==================== design 1
design_1/registers.png
The bar under the picture is 20 um long. Other sequential cells in the stronger grey, the rest of the logic in the fainter grey.
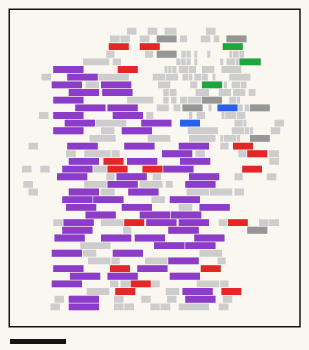
design_1/met3.png
The bar under the picture is 20 um long.
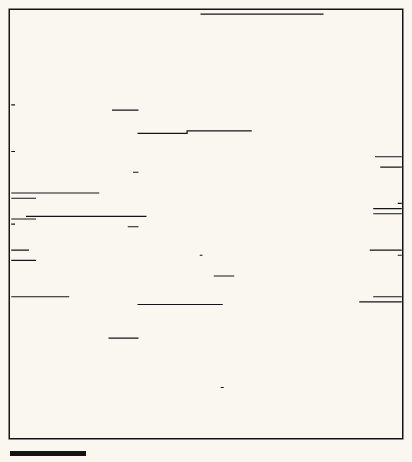
### src/rtl/on_off_link_tx_pkg.sv
// on_off_link_tx_pkg: flit format, flit type and framing state shared by the link transmitter.
package on_off_link_tx_pkg;
  localparam int FLIT_W = 16;
  localparam int TYPE_MSB = 15;
  localparam int TYPE_LSB = 14;
  typedef logic [FLIT_W-1:0] flit_Data;
  typedef enum logic [1:0] {HEAD, BODY, TAIL, HEADTAIL} flit_Type;
  typedef enum logic {TX_IDLE, TX_IN_PKT} tx_State_t;
  function automatic flit_Type flit_type(input flit_Data f);
    return flit_Type'(f[TYPE_MSB:TYPE_LSB]);
  endfunction
endpackage

### src/rtl/link_tx_fifo.sv
// link_tx_fifo: DEPTH-entry flit FIFO with combinational head and registered occupancy.
module link_tx_fifo
  import on_off_link_tx_pkg::*;
#(
  parameter int DEPTH = 4
) (
  input  logic                     clk,
  input  logic                     rst_n,
  input  logic                     push,
  input  logic                     pop,
  input  flit_Data                 din,
  output flit_Data                 head,
  output logic [$clog2(DEPTH):0]   count,
  output logic                     empty
);
  localparam int AW = $clog2(DEPTH);
  flit_Data mem [DEPTH];
  logic [AW-1:0] wr_ptr, rd_ptr;
  assign head = mem[rd_ptr];
  assign empty = count == '0;
  always_ff @(posedge clk) begin
    if (push) mem[wr_ptr] <= din;
  end
  always_ff @(posedge clk) begin
    if (!rst_n) begin
      wr_ptr <= '0;
      rd_ptr <= '0;
      count <= '0;
    end else begin
      if (push) wr_ptr <= wr_ptr + 1'b1;
      if (pop) rd_ptr <= rd_ptr + 1'b1;
      count <= count + (AW+1)'(push) - (AW+1)'(pop);
    end
  end
endmodule

### src/rtl/on_off_link_tx.sv
// on_off_link_tx: on/off flow-controlled link transmitter with framing checker.
// Define LINK_TX_STATS_EN to add saturating flits_sent_o / stall_cycles_o counters.
module on_off_link_tx
  import on_off_link_tx_pkg::*;
#(
  parameter int SKID_DEPTH = 4
) (
  input  logic        clk,
  input  logic        rst_n,
  input  flit_Data    flit_i,
  input  logic        valid_i,
  output logic        ready_o,
  input  logic        on_off_i,
  output flit_Data    flit_o,
  output logic        flit_valid_o,
  output logic        pkt_open_o,
  output logic        proto_err_o
`ifdef LINK_TX_STATS_EN
  ,
  output logic [31:0] flits_sent_o,
  output logic [31:0] stall_cycles_o
`endif
);
  logic on_q, empty, push, pop;
  logic [$clog2(SKID_DEPTH):0] count;
  flit_Data head;
  flit_Type t;
  tx_State_t state;
  assign ready_o = count != ($clog2(SKID_DEPTH)+1)'(SKID_DEPTH);
  assign push = valid_i && ready_o;
  assign pop = on_q && !empty;
  assign t = flit_type(head);
  assign pkt_open_o = state == TX_IN_PKT;
  link_tx_fifo #(.DEPTH(SKID_DEPTH)) u_fifo (
    .clk(clk), .rst_n(rst_n), .push(push), .pop(pop), .din(flit_i),
    .head(head), .count(count), .empty(empty)
  );
  // A misplaced HEAD/HEADTAIL still restarts framing as its own type.
  always_ff @(posedge clk) begin
    if (!rst_n) begin
      on_q <= 1'b0;
      flit_o <= '0;
      flit_valid_o <= 1'b0;
      state <= TX_IDLE;
      proto_err_o <= 1'b0;
    end else begin
      on_q <= on_off_i;
      flit_valid_o <= pop;
      if (pop) begin
        flit_o <= head;
        if (state == TX_IDLE ? (t == BODY || t == TAIL) : (t == HEAD || t == HEADTAIL))
          proto_err_o <= 1'b1;
        state <= (t == HEAD || (state == TX_IN_PKT && t == BODY)) ? TX_IN_PKT : TX_IDLE;
      end
    end
  end
`ifdef LINK_TX_STATS_EN
  always_ff @(posedge clk) begin
    if (!rst_n) begin
      flits_sent_o <= '0;
      stall_cycles_o <= '0;
    end else begin
      if (pop && ~&flits_sent_o) flits_sent_o <= flits_sent_o + 1'b1;
      if (!on_q && !empty && ~&stall_cycles_o) stall_cycles_o <= stall_cycles_o + 1'b1;
    end
  end
`endif
endmodule

### config.mk
export PLATFORM = sky130hd
export DESIGN_NAME = on_off_link_tx
export DESIGN_NICKNAME = d
export VERILOG_FILES = /design/src/rtl/on_off_link_tx_pkg.sv /design/src/rtl/link_tx_fifo.sv /design/src/rtl/on_off_link_tx.sv
export SDC_FILE = /design/constraint.sdc
export NUM_CORES = 1
export LEC_CHECK = 0
export ABC_AREA = 0
export CAP_MARGIN = 30
export CORE_ASPECT_RATIO = 1.1
export CORE_MARGIN = 4
export CORE_UTILIZATION = 35
export DETAILED_ROUTE_END_ITERATION = 6
export GPL_ROUTABILITY_DRIVEN = 1
export PLACE_DENSITY = 0.57
export SLEW_MARGIN = 10
export SYNTH_ARGS = -nofsm -noshare
export SYNTH_HDL_FRONTEND = slang
export SYNTH_SLANG_ARGS = --single-unit
export TNS_END_PERCENT = 50
### constraint.sdc
create_clock -name clk -period 2.3 [get_ports clk]
set_input_delay 0.46 -clock clk [delete_from_list [all_inputs] [get_ports clk]]
set_output_delay 0.46 -clock clk [all_outputs]
set_load 0.02 [all_outputs]
==> results.toml <==
# generated from flow reports
[logic_synthesis]
ys_cells = 186
ys_async_sr_fraction_pct = 0
ys_area_um2 = 3460
synthTopCellsByCount = "edfxtp_1, dfxtp_1, a22o_1"
syn_inst = 186

[setup_path]
reg2reg_depth = 10
reg2reg_to = "u_fifo.count[2]$_SDFF_PN0_"
reg2reg_setup_slack_ns = 0.20

[placed_design]
dp_cells = 345

[cells_and_area]
drive_gt1_share_pct = 17.6
layoutNonFillerInstCount = 361
comb.multi_input.count = 75

[power]
power_clock_mw = 1.52
fin_total_pwr_mw = 4.42
irDropWorstVdd_v = 0.000281

[global_route]
grt_use_total_pct = 11.4
grt_busiest_layer = "met2"

[sta]
rsz0062_at_grt = "no"
setup_slack_ns = 0.200
period_needed_ns = 2.10
min_period_over_period_pct = 91.3
hold_violations = 0

[cts]
htreeDepth = 3
root_buffer = "clkbuf_8"
clkSinkCount = 93

[routing]
wl_per_cell_um = 16.6
drtAntennaViolNets = 0
drt-pass1-iter-count = 4

[outcome]
status = "complete, no violations"

[min_path]
hold_depth = 1
## Picture notes: design_1/registers.png
signal	colour	sequential cells
u_fifo.count	green	3
u_fifo.mem	purple	64
flit_o	red	16
u_fifo.rd_ptr	blue	2
not coloured	8
Sequential Area: 2500 um2
Finished Core Util: 45.4%

## Picture notes: design_1/met3.png
longest straight run	32.0 um
share of all routed wire	4.3%
grt met3 use: 3.11%
Post-Route WL: 5.99 mm
DR vias: 1,749

## cell families after synthesis
group,share of synthesized area [%]
xor+xnor,1.01
flops,72.3
mux,11.0
fa+ha+maj,3.47
simple gates,3.29
compound gates,5.93
buf+inv,3.00
## registers in the layout, indices dropped and copies added (netlist names), named ones only
| signal | cells |
|---|---|
| u_fifo.mem | 64 |
| pkt_open_o | 1 |
| on_q | 1 |
| proto_err_o | 1 |
| u_fifo.wr_ptr | 2 |
| flit_o | 16 |
| u_fifo.rd_ptr | 2 |
| u_fifo.count | 3 |
| flit_valid_o | 1 |

==================== design 2
design_2/cell_classes.png
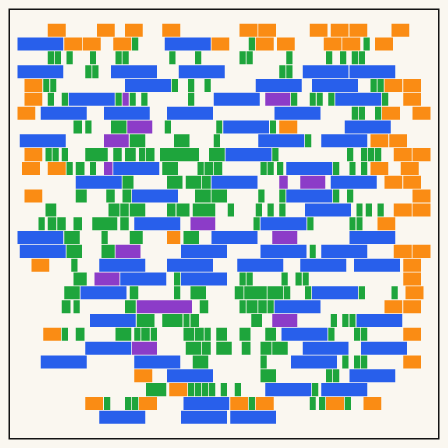
design_2/density.png
The die is cut into 8 by 8 equal tiles; white is low, dark blue is high, 0 to 100% covered.
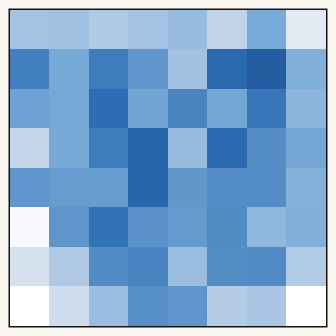
[src/rtl/fmap_pingpong_if.sv]
// Writer, reader and dual-port RAM signals of the feature-map ping-pong buffer.
// slave: the controller side; master: the writer/reader/RAM environment side.
interface fmap_pingpong_if #(
    parameter int unsigned DATA_WIDTH = 16,
    parameter int unsigned ADDR_WIDTH = 10
);
    logic                  wr_en;
    logic [DATA_WIDTH-1:0] wr_data;
    logic                  wr_ready;
    logic                  rd_en;
    logic                  rd_avail;
    logic                  rd_valid;
    logic [DATA_WIDTH-1:0] rd_data;
    logic                  rd_last;
    logic [ADDR_WIDTH:0]   ram_addr_a;
    logic [DATA_WIDTH-1:0] ram_data_a;
    logic                  ram_wren_a;
    logic [ADDR_WIDTH:0]   ram_addr_b;
    logic                  ram_rden_b;
    logic [DATA_WIDTH-1:0] ram_q_b;
    logic                  err;

    modport slave (
        input  wr_en, wr_data, rd_en, ram_q_b,
        output wr_ready, rd_avail, rd_valid, rd_data, rd_last,
               ram_addr_a, ram_data_a, ram_wren_a, ram_addr_b, ram_rden_b, err
    );

    modport master (
        output wr_en, wr_data, rd_en, ram_q_b,
        input  wr_ready, rd_avail, rd_valid, rd_data, rd_last,
               ram_addr_a, ram_data_a, ram_wren_a, ram_addr_b, ram_rden_b, err
    );
endinterface

[src/rtl/fmap_pingpong_ctrl.sv]
// Ping-pong bank scheduler for the pooling-stage feature-map RAM.
// One dual-port RAM, split into two banks by the address MSB; the writer fills
// one bank on port A while the reader drains the other on port B.
// Optional feature: define PP_ERR_FLAG_EN to build the sticky protocol-error flag.
module fmap_pingpong_ctrl #(
    parameter int unsigned DATA_WIDTH  = 16,
    parameter int unsigned ADDR_WIDTH  = 10,
    parameter int unsigned FRAME_WORDS = 196
) (
    input  logic             clock,
    input  logic             reset,
    fmap_pingpong_if.slave   bus
);

    localparam logic [ADDR_WIDTH-1:0] LAST_CNT = ADDR_WIDTH'(FRAME_WORDS - 1);
    localparam logic [ADDR_WIDTH-1:0] CNT_ONE  = ADDR_WIDTH'(1);

    typedef enum logic [1:0] {
        BANK_EMPTY    = 2'd0,
        BANK_FILLING  = 2'd1,
        BANK_FULL     = 2'd2,
        BANK_DRAINING = 2'd3
    } bank_state_e;

    bank_state_e           bank_q [2];
    bank_state_e           bank_d [2];
    logic                  wr_bank_q, wr_bank_d;
    logic                  rd_bank_q, rd_bank_d;
    logic [ADDR_WIDTH-1:0] wr_cnt_q, wr_cnt_d;
    logic [ADDR_WIDTH-1:0] rd_cnt_q, rd_cnt_d;

    logic                  wr_ready_c;
    logic                  rd_avail_c;
    logic                  wr_acc_c;
    logic                  rd_acc_c;

    logic [ADDR_WIDTH:0]   ram_addr_a_q;
    logic [DATA_WIDTH-1:0] ram_data_a_q;
    logic                  ram_wren_a_q;
    logic [ADDR_WIDTH:0]   ram_addr_b_q;
    logic                  ram_rden_b_q;
    logic                  last_p1_q;
    logic                  rd_valid_q;
    logic                  rd_last_q;

    // Handshake qualifiers straight from bank ownership
    assign wr_ready_c = (bank_q[wr_bank_q] == BANK_EMPTY) || (bank_q[wr_bank_q] == BANK_FILLING);
    assign rd_avail_c = (bank_q[rd_bank_q] == BANK_FULL)  || (bank_q[rd_bank_q] == BANK_DRAINING);
    assign wr_acc_c   = bus.wr_en && wr_ready_c;
    assign rd_acc_c   = bus.rd_en && rd_avail_c;

    // Bank state, pointers and word counters
    always_ff @(posedge clock or posedge reset) begin
        if (reset) begin
            bank_q[0] <= BANK_EMPTY;
            bank_q[1] <= BANK_EMPTY;
            wr_bank_q <= 1'b0;
            rd_bank_q <= 1'b0;
            wr_cnt_q  <= '0;
            rd_cnt_q  <= '0;
        end else begin
            bank_q    <= bank_d;
            wr_bank_q <= wr_bank_d;
            rd_bank_q <= rd_bank_d;
            wr_cnt_q  <= wr_cnt_d;
            rd_cnt_q  <= rd_cnt_d;
        end
    end

    // Next state; writer and reader always own different banks, so both may update at once
    always_comb begin
        bank_d[0] = bank_q[0];
        bank_d[1] = bank_q[1];
        wr_bank_d = wr_bank_q;
        rd_bank_d = rd_bank_q;
        wr_cnt_d  = wr_cnt_q;
        rd_cnt_d  = rd_cnt_q;

        if (wr_acc_c) begin
            if (wr_cnt_q == LAST_CNT) begin
                bank_d[wr_bank_q] = BANK_FULL;
                wr_cnt_d          = '0;
                wr_bank_d         = ~wr_bank_q;
            end else begin
                bank_d[wr_bank_q] = BANK_FILLING;
                wr_cnt_d          = wr_cnt_q + CNT_ONE;
            end
        end

        if (rd_acc_c) begin
            if (rd_cnt_q == LAST_CNT) begin
                bank_d[rd_bank_q] = BANK_EMPTY;
                rd_cnt_d          = '0;
                rd_bank_d         = ~rd_bank_q;
            end else begin
                bank_d[rd_bank_q] = BANK_DRAINING;
                rd_cnt_d          = rd_cnt_q + CNT_ONE;
            end
        end
    end

    // RAM port strobes one cycle after acceptance, read-data qualifiers one cycle later
    always_ff @(posedge clock or posedge reset) begin
        if (reset) begin
            ram_addr_a_q <= '0;
            ram_data_a_q <= '0;
            ram_wren_a_q <= 1'b0;
            ram_addr_b_q <= '0;
            ram_rden_b_q <= 1'b0;
            last_p1_q    <= 1'b0;
            rd_valid_q   <= 1'b0;
            rd_last_q    <= 1'b0;
        end else begin
            ram_wren_a_q <= wr_acc_c;
            ram_rden_b_q <= rd_acc_c;
            last_p1_q    <= rd_acc_c && (rd_cnt_q == LAST_CNT);
            rd_valid_q   <= ram_rden_b_q;
            rd_last_q    <= last_p1_q;
            if (wr_acc_c) begin
                ram_addr_a_q <= {wr_bank_q, wr_cnt_q};
                ram_data_a_q <= bus.wr_data;
            end
            if (rd_acc_c) begin
                ram_addr_b_q <= {rd_bank_q, rd_cnt_q};
            end
        end
    end

    assign bus.wr_ready   = wr_ready_c;
    assign bus.rd_avail   = rd_avail_c;
    assign bus.ram_addr_a = ram_addr_a_q;
    assign bus.ram_data_a = ram_data_a_q;
    assign bus.ram_wren_a = ram_wren_a_q;
    assign bus.ram_addr_b = ram_addr_b_q;
    assign bus.ram_rden_b = ram_rden_b_q;
    assign bus.rd_valid   = rd_valid_q;
    assign bus.rd_last    = rd_last_q;
    assign bus.rd_data    = bus.ram_q_b;

`ifdef PP_ERR_FLAG_EN
    logic err_q;

    // Sticky flag for a request made while the addressed bank cannot serve it
    always_ff @(posedge clock or posedge reset) begin
        if (reset) begin
            err_q <= 1'b0;
        end else if ((bus.wr_en && !wr_ready_c) || (bus.rd_en && !rd_avail_c)) begin
            err_q <= 1'b1;
        end
    end

    assign bus.err = err_q;
`else
    assign bus.err = 1'b0;
`endif

endmodule

[src/flat_wrapper.sv]
// flat-port wrapper written by rule: the top's interface ports become plain ports
module fmap_pingpong_ctrl_flat 
#(
    parameter int unsigned DATA_WIDTH  = 16,
    parameter int unsigned ADDR_WIDTH  = 10,
    parameter int unsigned FRAME_WORDS = 196
)
  (clock, reset, bus_wr_en, bus_wr_data, bus_rd_en, bus_ram_q_b, bus_wr_ready, bus_rd_avail, bus_rd_valid, bus_rd_data, bus_rd_last, bus_ram_addr_a, bus_ram_data_a, bus_ram_wren_a, bus_ram_addr_b, bus_ram_rden_b, bus_err);
  fmap_pingpong_if #(.DATA_WIDTH(DATA_WIDTH), .ADDR_WIDTH(ADDR_WIDTH)) bus_i ();
  input  logic clock;
  input  logic reset;
  input wire logic [$bits(bus_i.wr_en)-1:0] bus_wr_en;
  input wire logic [$bits(bus_i.wr_data)-1:0] bus_wr_data;
  input wire logic [$bits(bus_i.rd_en)-1:0] bus_rd_en;
  input wire logic [$bits(bus_i.ram_q_b)-1:0] bus_ram_q_b;
  output wire logic [$bits(bus_i.wr_ready)-1:0] bus_wr_ready;
  output wire logic [$bits(bus_i.rd_avail)-1:0] bus_rd_avail;
  output wire logic [$bits(bus_i.rd_valid)-1:0] bus_rd_valid;
  output wire logic [$bits(bus_i.rd_data)-1:0] bus_rd_data;
  output wire logic [$bits(bus_i.rd_last)-1:0] bus_rd_last;
  output wire logic [$bits(bus_i.ram_addr_a)-1:0] bus_ram_addr_a;
  output wire logic [$bits(bus_i.ram_data_a)-1:0] bus_ram_data_a;
  output wire logic [$bits(bus_i.ram_wren_a)-1:0] bus_ram_wren_a;
  output wire logic [$bits(bus_i.ram_addr_b)-1:0] bus_ram_addr_b;
  output wire logic [$bits(bus_i.ram_rden_b)-1:0] bus_ram_rden_b;
  output wire logic [$bits(bus_i.err)-1:0] bus_err;
  assign bus_i.wr_en = bus_wr_en;
  assign bus_i.wr_data = bus_wr_data;
  assign bus_i.rd_en = bus_rd_en;
  assign bus_i.ram_q_b = bus_ram_q_b;
  assign bus_wr_ready = bus_i.wr_ready;
  assign bus_rd_avail = bus_i.rd_avail;
  assign bus_rd_valid = bus_i.rd_valid;
  assign bus_rd_data = bus_i.rd_data;
  assign bus_rd_last = bus_i.rd_last;
  assign bus_ram_addr_a = bus_i.ram_addr_a;
  assign bus_ram_data_a = bus_i.ram_data_a;
  assign bus_ram_wren_a = bus_i.ram_wren_a;
  assign bus_ram_addr_b = bus_i.ram_addr_b;
  assign bus_ram_rden_b = bus_i.ram_rden_b;
  assign bus_err = bus_i.err;
  fmap_pingpong_ctrl #(.DATA_WIDTH(DATA_WIDTH), .ADDR_WIDTH(ADDR_WIDTH), .FRAME_WORDS(FRAME_WORDS)) u_core (.clock(clock), .reset(reset), .bus(bus_i));
endmodule
[config.mk]
export PLATFORM = sky130hd
export DESIGN_NAME = fmap_pingpong_ctrl_flat
export DESIGN_NICKNAME = d
export VERILOG_FILES = /design/src/rtl/fmap_pingpong_if.sv /design/src/rtl/fmap_pingpong_ctrl.sv /design/src/flat_wrapper.sv
export SDC_FILE = /design/constraint.sdc
export NUM_CORES = 1
export LEC_CHECK = 0
export CAP_MARGIN = 20
export CORE_UTILIZATION = 43
export CTS_CLUSTER_SIZE = 14
export DETAILED_ROUTE_END_ITERATION = 6
export GPL_TIMING_DRIVEN = 1
export PLACE_DENSITY_LB_ADDON = 0.08
export SLEW_MARGIN = 20
export SYNTH_ARGS = -nofsm -noshare
export SYNTH_HDL_FRONTEND = slang
export SYNTH_SLANG_ARGS = --single-unit
[constraint.sdc]
create_clock -name clock -period 5.23 [get_ports clock]
set_input_delay 1.046 -clock clock [delete_from_list [all_inputs] [get_ports clock]]
set_output_delay 1.046 -clock clock [all_outputs]
set_load 0.05 [all_outputs]
==> results.toml <==
# generated from flow reports
[placed_design]
finalWeightedCongestion = 0.754
dp_cells = 412
port_buffers = 63

[cells_and_area]
fin_area_um2 = 3620
layoutNonFillerInstCount = 426
comb_area_um2 = 1010
comb.multi_input.count = 198

[routing]
viasPerCell = 4.90
drc = 22
wl_met2_mm = 2.34

[power]
powerDensity_nw_per_um2 = 352
p_int_mw = 0.881
power.leakage_nw = 1.77

[run]
max_cap_violations = 0
tool_warnings = 26

[die]
die_x_um = 84.2
die.size.y_um = 84.2

[logic_synthesis]
topCombFamilyByArea = "simple AND/OR/NAND/NOR gates"
synth_cell_types = 35

[cts]
cts_buffers = 9
cts_tree = "built"
root_buffer = "clkbuf_8"

[global_route]
grt-ovfl-total = 0
gr-usage-met1_pct = 27.0

[sta]
min_period_over_period_pct = 58.9
fin_setup_tns_ns = 0
worstMarginPinSlew_ns = 0.651
finalClockSkew_ns = 0.00700
rsz0062_at_grt = "no"

[outcome]
violations = "DRC"
status = "finished, violations left"
Notes on design_2/cell_classes.png above:
class	colour	cells
other buffers and delay cells	orange	64
all other logic	green	204
flops	blue	67
clock drivers and dummy loads	purple	14
Cell Rows: 29
core area: 6420 um2

Notes on design_2/density.png above:
fullest tile	82%
tiles over 75% full	9.4%
mean over tiles	50%
densest ninth of the die	centre
nearly empty tiles	3.1%
FP Util: 45.3%
Finished Core Util: 56.4%

-- worst max-delay path, cell delays in order, from the launching register on --
cell	delay (ns)
dfrtp_1	0.44
mux2i_1	0.43
inv_2	0.11
clkdlybuf4s50_1	0.72
-- through the flow --
step                hold WS, ns  power [mW]
finish                    0.351        1.27
global route              0.357        1.33
CTS                       0.355        1.29
detailed placement        0.339       0.881
global placement          0.334       0.876
floorplan                 0.331       0.823
-- synthesized netlist by cell type (all sizes together), types with 4 or more instances --
master and count:
nand4 7, dfrtp 67, buf 27, nor3 8, xnor2 9, inv 6, nor2 7, xor2 6
nand2 120, nand3 8, o21ai 4, a21oi 6

==================== design 3
design_3/final_placement.png
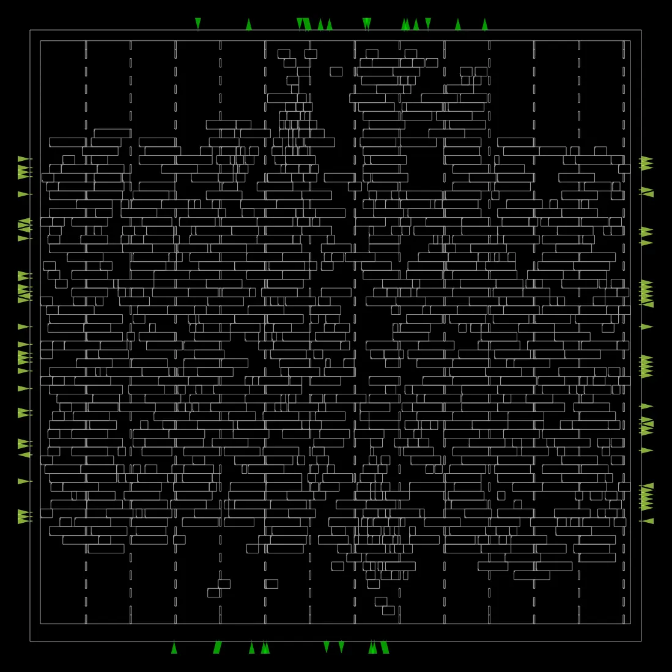
design_3/met3.png
The bar under the picture is 50 um long.
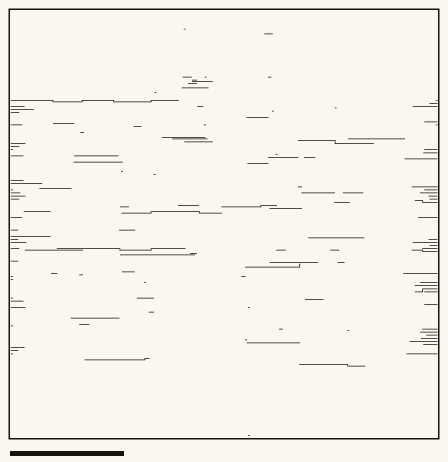
==> src/rtl/node_pkg.sv <==
// Shared constants and types for the node endpoint: default widths, FIFO depth and FSM states.
package node_pkg;

    localparam int unsigned NODE_PKT_W      = 32;
    localparam int unsigned NODE_FLIT_W     = 8;
    localparam int unsigned NODE_FIFO_DEPTH = 4;

    typedef logic [NODE_PKT_W-1:0] pkt_t;

    typedef enum logic {TxIdle, TxSend} tx_state_e;
    typedef enum logic {RxIdle, RxRecv} rx_state_e;

endpackage

==> src/rtl/node_sync_fifo.sv <==
// Synchronous FIFO with pointers wrapping modulo DEPTH; a write while full succeeds only with a
// simultaneous read.
module node_sync_fifo #(
    parameter int unsigned WIDTH = 32,
    parameter int unsigned DEPTH = 4
) (
    input  logic             clk,
    input  logic             rst_b,
    input  logic             we,
    input  logic             re,
    input  logic [WIDTH-1:0] data_in,
    output logic [WIDTH-1:0] data_out,
    output logic             full,
    output logic             empty
);

    localparam int unsigned PtrW = (DEPTH > 1) ? $clog2(DEPTH) : 1;
    localparam int unsigned CntW = $clog2(DEPTH + 1);

    logic [WIDTH-1:0] mem_q [DEPTH];
    logic [PtrW-1:0]  wr_ptr_q, wr_ptr_d;
    logic [PtrW-1:0]  rd_ptr_q, rd_ptr_d;
    logic [CntW-1:0]  count_q, count_d;
    logic             do_re, do_we;

    function automatic logic [PtrW-1:0] ptr_inc(input logic [PtrW-1:0] p);
        return (p == PtrW'(DEPTH - 1)) ? '0 : p + 1'b1;
    endfunction

    assign full     = (count_q == CntW'(DEPTH));
    assign empty    = (count_q == '0);
    // Gated so the head reads as zero while empty, independent of stale storage.
    assign data_out = empty ? '0 : mem_q[rd_ptr_q];

    assign do_re = re && !empty;
    assign do_we = we && (!full || do_re);

    always_comb begin
        wr_ptr_d = wr_ptr_q;
        rd_ptr_d = rd_ptr_q;
        count_d  = count_q;
        if (do_we) wr_ptr_d = ptr_inc(wr_ptr_q);
        if (do_re) rd_ptr_d = ptr_inc(rd_ptr_q);
        case ({do_we, do_re})
            2'b10:   count_d = count_q + 1'b1;
            2'b01:   count_d = count_q - 1'b1;
            default: count_d = count_q;
        endcase
    end

    always_ff @(posedge clk or negedge rst_b) begin
        if (!rst_b) begin
            wr_ptr_q <= '0;
            rd_ptr_q <= '0;
            count_q  <= '0;
        end else begin
            wr_ptr_q <= wr_ptr_d;
            rd_ptr_q <= rd_ptr_d;
            count_q  <= count_d;
        end
    end

    always_ff @(posedge clk) begin
        if (do_we) mem_q[wr_ptr_q] <= data_in;
    end

endmodule

==> src/rtl/node_endpoint_serdes.sv <==
// Node endpoint: outbound FIFO + flit serialiser towards the router, flit deserialiser + inbound
// FIFO towards the testbench. Flits travel MSB first in both directions.
module node_endpoint_serdes
    import node_pkg::*;
#(
    parameter int unsigned PKT_W  = NODE_PKT_W,
    parameter int unsigned FLIT_W = NODE_FLIT_W,
    parameter int unsigned DEPTH  = NODE_FIFO_DEPTH
) (
    input  logic              clk,
    input  logic              rst_b,
    input  logic [PKT_W-1:0]  pkt_in,
    input  logic              pkt_in_avail,
    output logic              cQ_full,
    output logic              ovf,
    output logic [PKT_W-1:0]  pkt_out,
    output logic              pkt_out_avail,
    input  logic              pkt_out_ready,
    input  logic              free_outbound,
    output logic              put_outbound,
    output logic [FLIT_W-1:0] payload_outbound,
    output logic              free_inbound,
    input  logic              put_inbound,
    input  logic [FLIT_W-1:0] payload_inbound
);

    localparam int unsigned N    = PKT_W / FLIT_W;
    localparam int unsigned CntW = (N > 1) ? $clog2(N) : 1;
    localparam logic [CntW-1:0] LastCnt = CntW'(N - 1);

    // Outbound path
    logic [PKT_W-1:0] out_head;
    logic             out_full, out_empty, tx_pop;
    logic             ovf_q, ovf_d;

    tx_state_e        tx_state_q, tx_state_d;
    logic [PKT_W-1:0] tx_sr_q, tx_sr_d;
    logic [CntW-1:0]  tx_cnt_q, tx_cnt_d;

    assign tx_pop = (tx_state_q == TxIdle) && !out_empty && free_outbound;

    node_sync_fifo #(
        .WIDTH (PKT_W),
        .DEPTH (DEPTH)
    ) u_out_fifo (
        .clk      (clk),
        .rst_b    (rst_b),
        .we       (pkt_in_avail),
        .re       (tx_pop),
        .data_in  (pkt_in),
        .data_out (out_head),
        .full     (out_full),
        .empty    (out_empty)
    );

    // A write that coincides with a pop from a full FIFO is accepted, so it is not an overflow.
    assign ovf_d   = ovf_q | (pkt_in_avail && out_full && !tx_pop);
    assign cQ_full = out_full;
    assign ovf     = ovf_q;

    always_comb begin
        tx_state_d = tx_state_q;
        tx_sr_d    = tx_sr_q;
        tx_cnt_d   = tx_cnt_q;
        case (tx_state_q)
            TxIdle: begin
                if (tx_pop) begin
                    tx_state_d = TxSend;
                    tx_sr_d    = out_head;
                    tx_cnt_d   = '0;
                end
            end
            TxSend: begin
                if (tx_cnt_q == LastCnt) begin
                    tx_state_d = TxIdle;
                end else begin
                    tx_cnt_d = tx_cnt_q + 1'b1;
                    tx_sr_d  = tx_sr_q << FLIT_W;
                end
            end
            default: tx_state_d = TxIdle;
        endcase
    end

    assign put_outbound     = (tx_state_q == TxSend);
    assign payload_outbound = put_outbound ? tx_sr_q[PKT_W-1 -: FLIT_W] : '0;

    // Inbound path
    logic [PKT_W-1:0] in_head, rx_asm;
    logic             in_full, in_empty, in_push, rx_flit_ok;

    rx_state_e        rx_state_q, rx_state_d;
    logic [PKT_W-1:0] rx_sr_q, rx_sr_d;
    logic [CntW-1:0]  rx_cnt_q, rx_cnt_d;

    assign free_inbound = (rx_state_q == RxIdle) && !in_full;
    // In RECV free_inbound is low but flits are still expected; in IDLE a busy endpoint ignores them.
    assign rx_flit_ok   = put_inbound && ((rx_state_q == RxRecv) || free_inbound);
    assign rx_asm       = (((rx_state_q == RxIdle) ? '0 : rx_sr_q) << FLIT_W)
                        | PKT_W'(payload_inbound);

    always_comb begin
        rx_state_d = rx_state_q;
        rx_sr_d    = rx_sr_q;
        rx_cnt_d   = rx_cnt_q;
        in_push    = 1'b0;
        if (rx_flit_ok) begin
            rx_sr_d = rx_asm;
            if (rx_cnt_q == LastCnt) begin
                in_push    = 1'b1;
                rx_state_d = RxIdle;
                rx_cnt_d   = '0;
            end else begin
                rx_state_d = RxRecv;
                rx_cnt_d   = rx_cnt_q + 1'b1;
            end
        end
    end

    node_sync_fifo #(
        .WIDTH (PKT_W),
        .DEPTH (DEPTH)
    ) u_in_fifo (
        .clk      (clk),
        .rst_b    (rst_b),
        .we       (in_push),
        .re       (pkt_out_ready),
        .data_in  (rx_asm),
        .data_out (in_head),
        .full     (in_full),
        .empty    (in_empty)
    );

    assign pkt_out       = in_head;
    assign pkt_out_avail = !in_empty;

    always_ff @(posedge clk or negedge rst_b) begin
        if (!rst_b) begin
            ovf_q      <= 1'b0;
            tx_state_q <= TxIdle;
            tx_sr_q    <= '0;
            tx_cnt_q   <= '0;
            rx_state_q <= RxIdle;
            rx_sr_q    <= '0;
            rx_cnt_q   <= '0;
        end else begin
            ovf_q      <= ovf_d;
            tx_state_q <= tx_state_d;
            tx_sr_q    <= tx_sr_d;
            tx_cnt_q   <= tx_cnt_d;
            rx_state_q <= rx_state_d;
            rx_sr_q    <= rx_sr_d;
            rx_cnt_q   <= rx_cnt_d;
        end
    end

endmodule
==> config.mk <==
export PLATFORM = sky130hd
export DESIGN_NAME = node_endpoint_serdes
export DESIGN_NICKNAME = d
export VERILOG_FILES = /design/src/rtl/node_pkg.sv /design/src/rtl/node_sync_fifo.sv /design/src/rtl/node_endpoint_serdes.sv
export SDC_FILE = /design/constraint.sdc
export NUM_CORES = 1
export LEC_CHECK = 0
export CORE_MARGIN = 3
export CORE_UTILIZATION = 40
export CTS_CLUSTER_SIZE = 28
export DETAILED_ROUTE_END_ITERATION = 12
export REMOVE_ABC_BUFFERS = 1
export SLEW_MARGIN = 20
export SYNTH_ARGS = -nofsm -noshare
export SYNTH_HDL_FRONTEND = slang
export SYNTH_SLANG_ARGS = --single-unit
export TNS_END_PERCENT = 1
==> constraint.sdc <==
create_clock -name clk -period 5.9 [get_ports clk]
set_input_delay 1.18 -clock clk [delete_from_list [all_inputs] [get_ports clk]]
set_output_delay 1.18 -clock clk [all_outputs]
set_load 0.01 [all_outputs]
==> results.toml <==
# generated from flow reports
[global_route]
grt_use_total_pct = 14.7

[die]
ioPinCount = 91

[logic_synthesis]
top_cell = "edfxtp_1"
synth_cell_types = 45
syn-cell-area_um2 = 13300
edf_count = 256

[cells_and_area]
largest_class = "flip-flops and latches"
nets = 859
comb_share_pct = 21.4

[power]
powerDensity_nw_per_um2 = 507
seqPwrFrac_pct = 42.8
irDropWorstVdd_v = 0.000241
power_clock_mw = 2.16

[outcome]
status = "complete, no violations"

[run]
tool_warnings = 31

[min_path]
hold_start = "ovf$_DFF_PN0_"

[setup_path]
cp_top_family = "buffers and inverters"
About design_3/final_placement.png:
flop share of the area: 61.2%
registers: 333

About design_3/met3.png:
share of all routed wire	4.7%
longest straight run	32.7 um
wire length on this layer	1,190 um
main direction	horizontal
nets with wire on the layer	97
Post-Route WL: 25.5 mm
grt met3 use: 2.51%
DR vias: 6,647

==> stage by stage <==
stage	hold WS, ns	setup WS, ns	instance area, um2
floorplan	0.465	1.87	13000
global placement	0.471	2.21	14600
detailed placement	0.479	2.18	14600
CTS	0.494	1.65	15700
global route	0.514	1.55	15700
finish	0.484	1.76	15700
==> routing by layer <==
| layer | track usage (%) | part of all wire [%] |
|---|---|---|
| met1 | 20.0 | 43 |
| met2 | 24.7 | 50 |
| met3 | 2.51 | 4.7 |
| met4 | 4.21 | 2.0 |
| met5 | 0 | 0 |

Power is estimated from default activity; no workload was simulated.
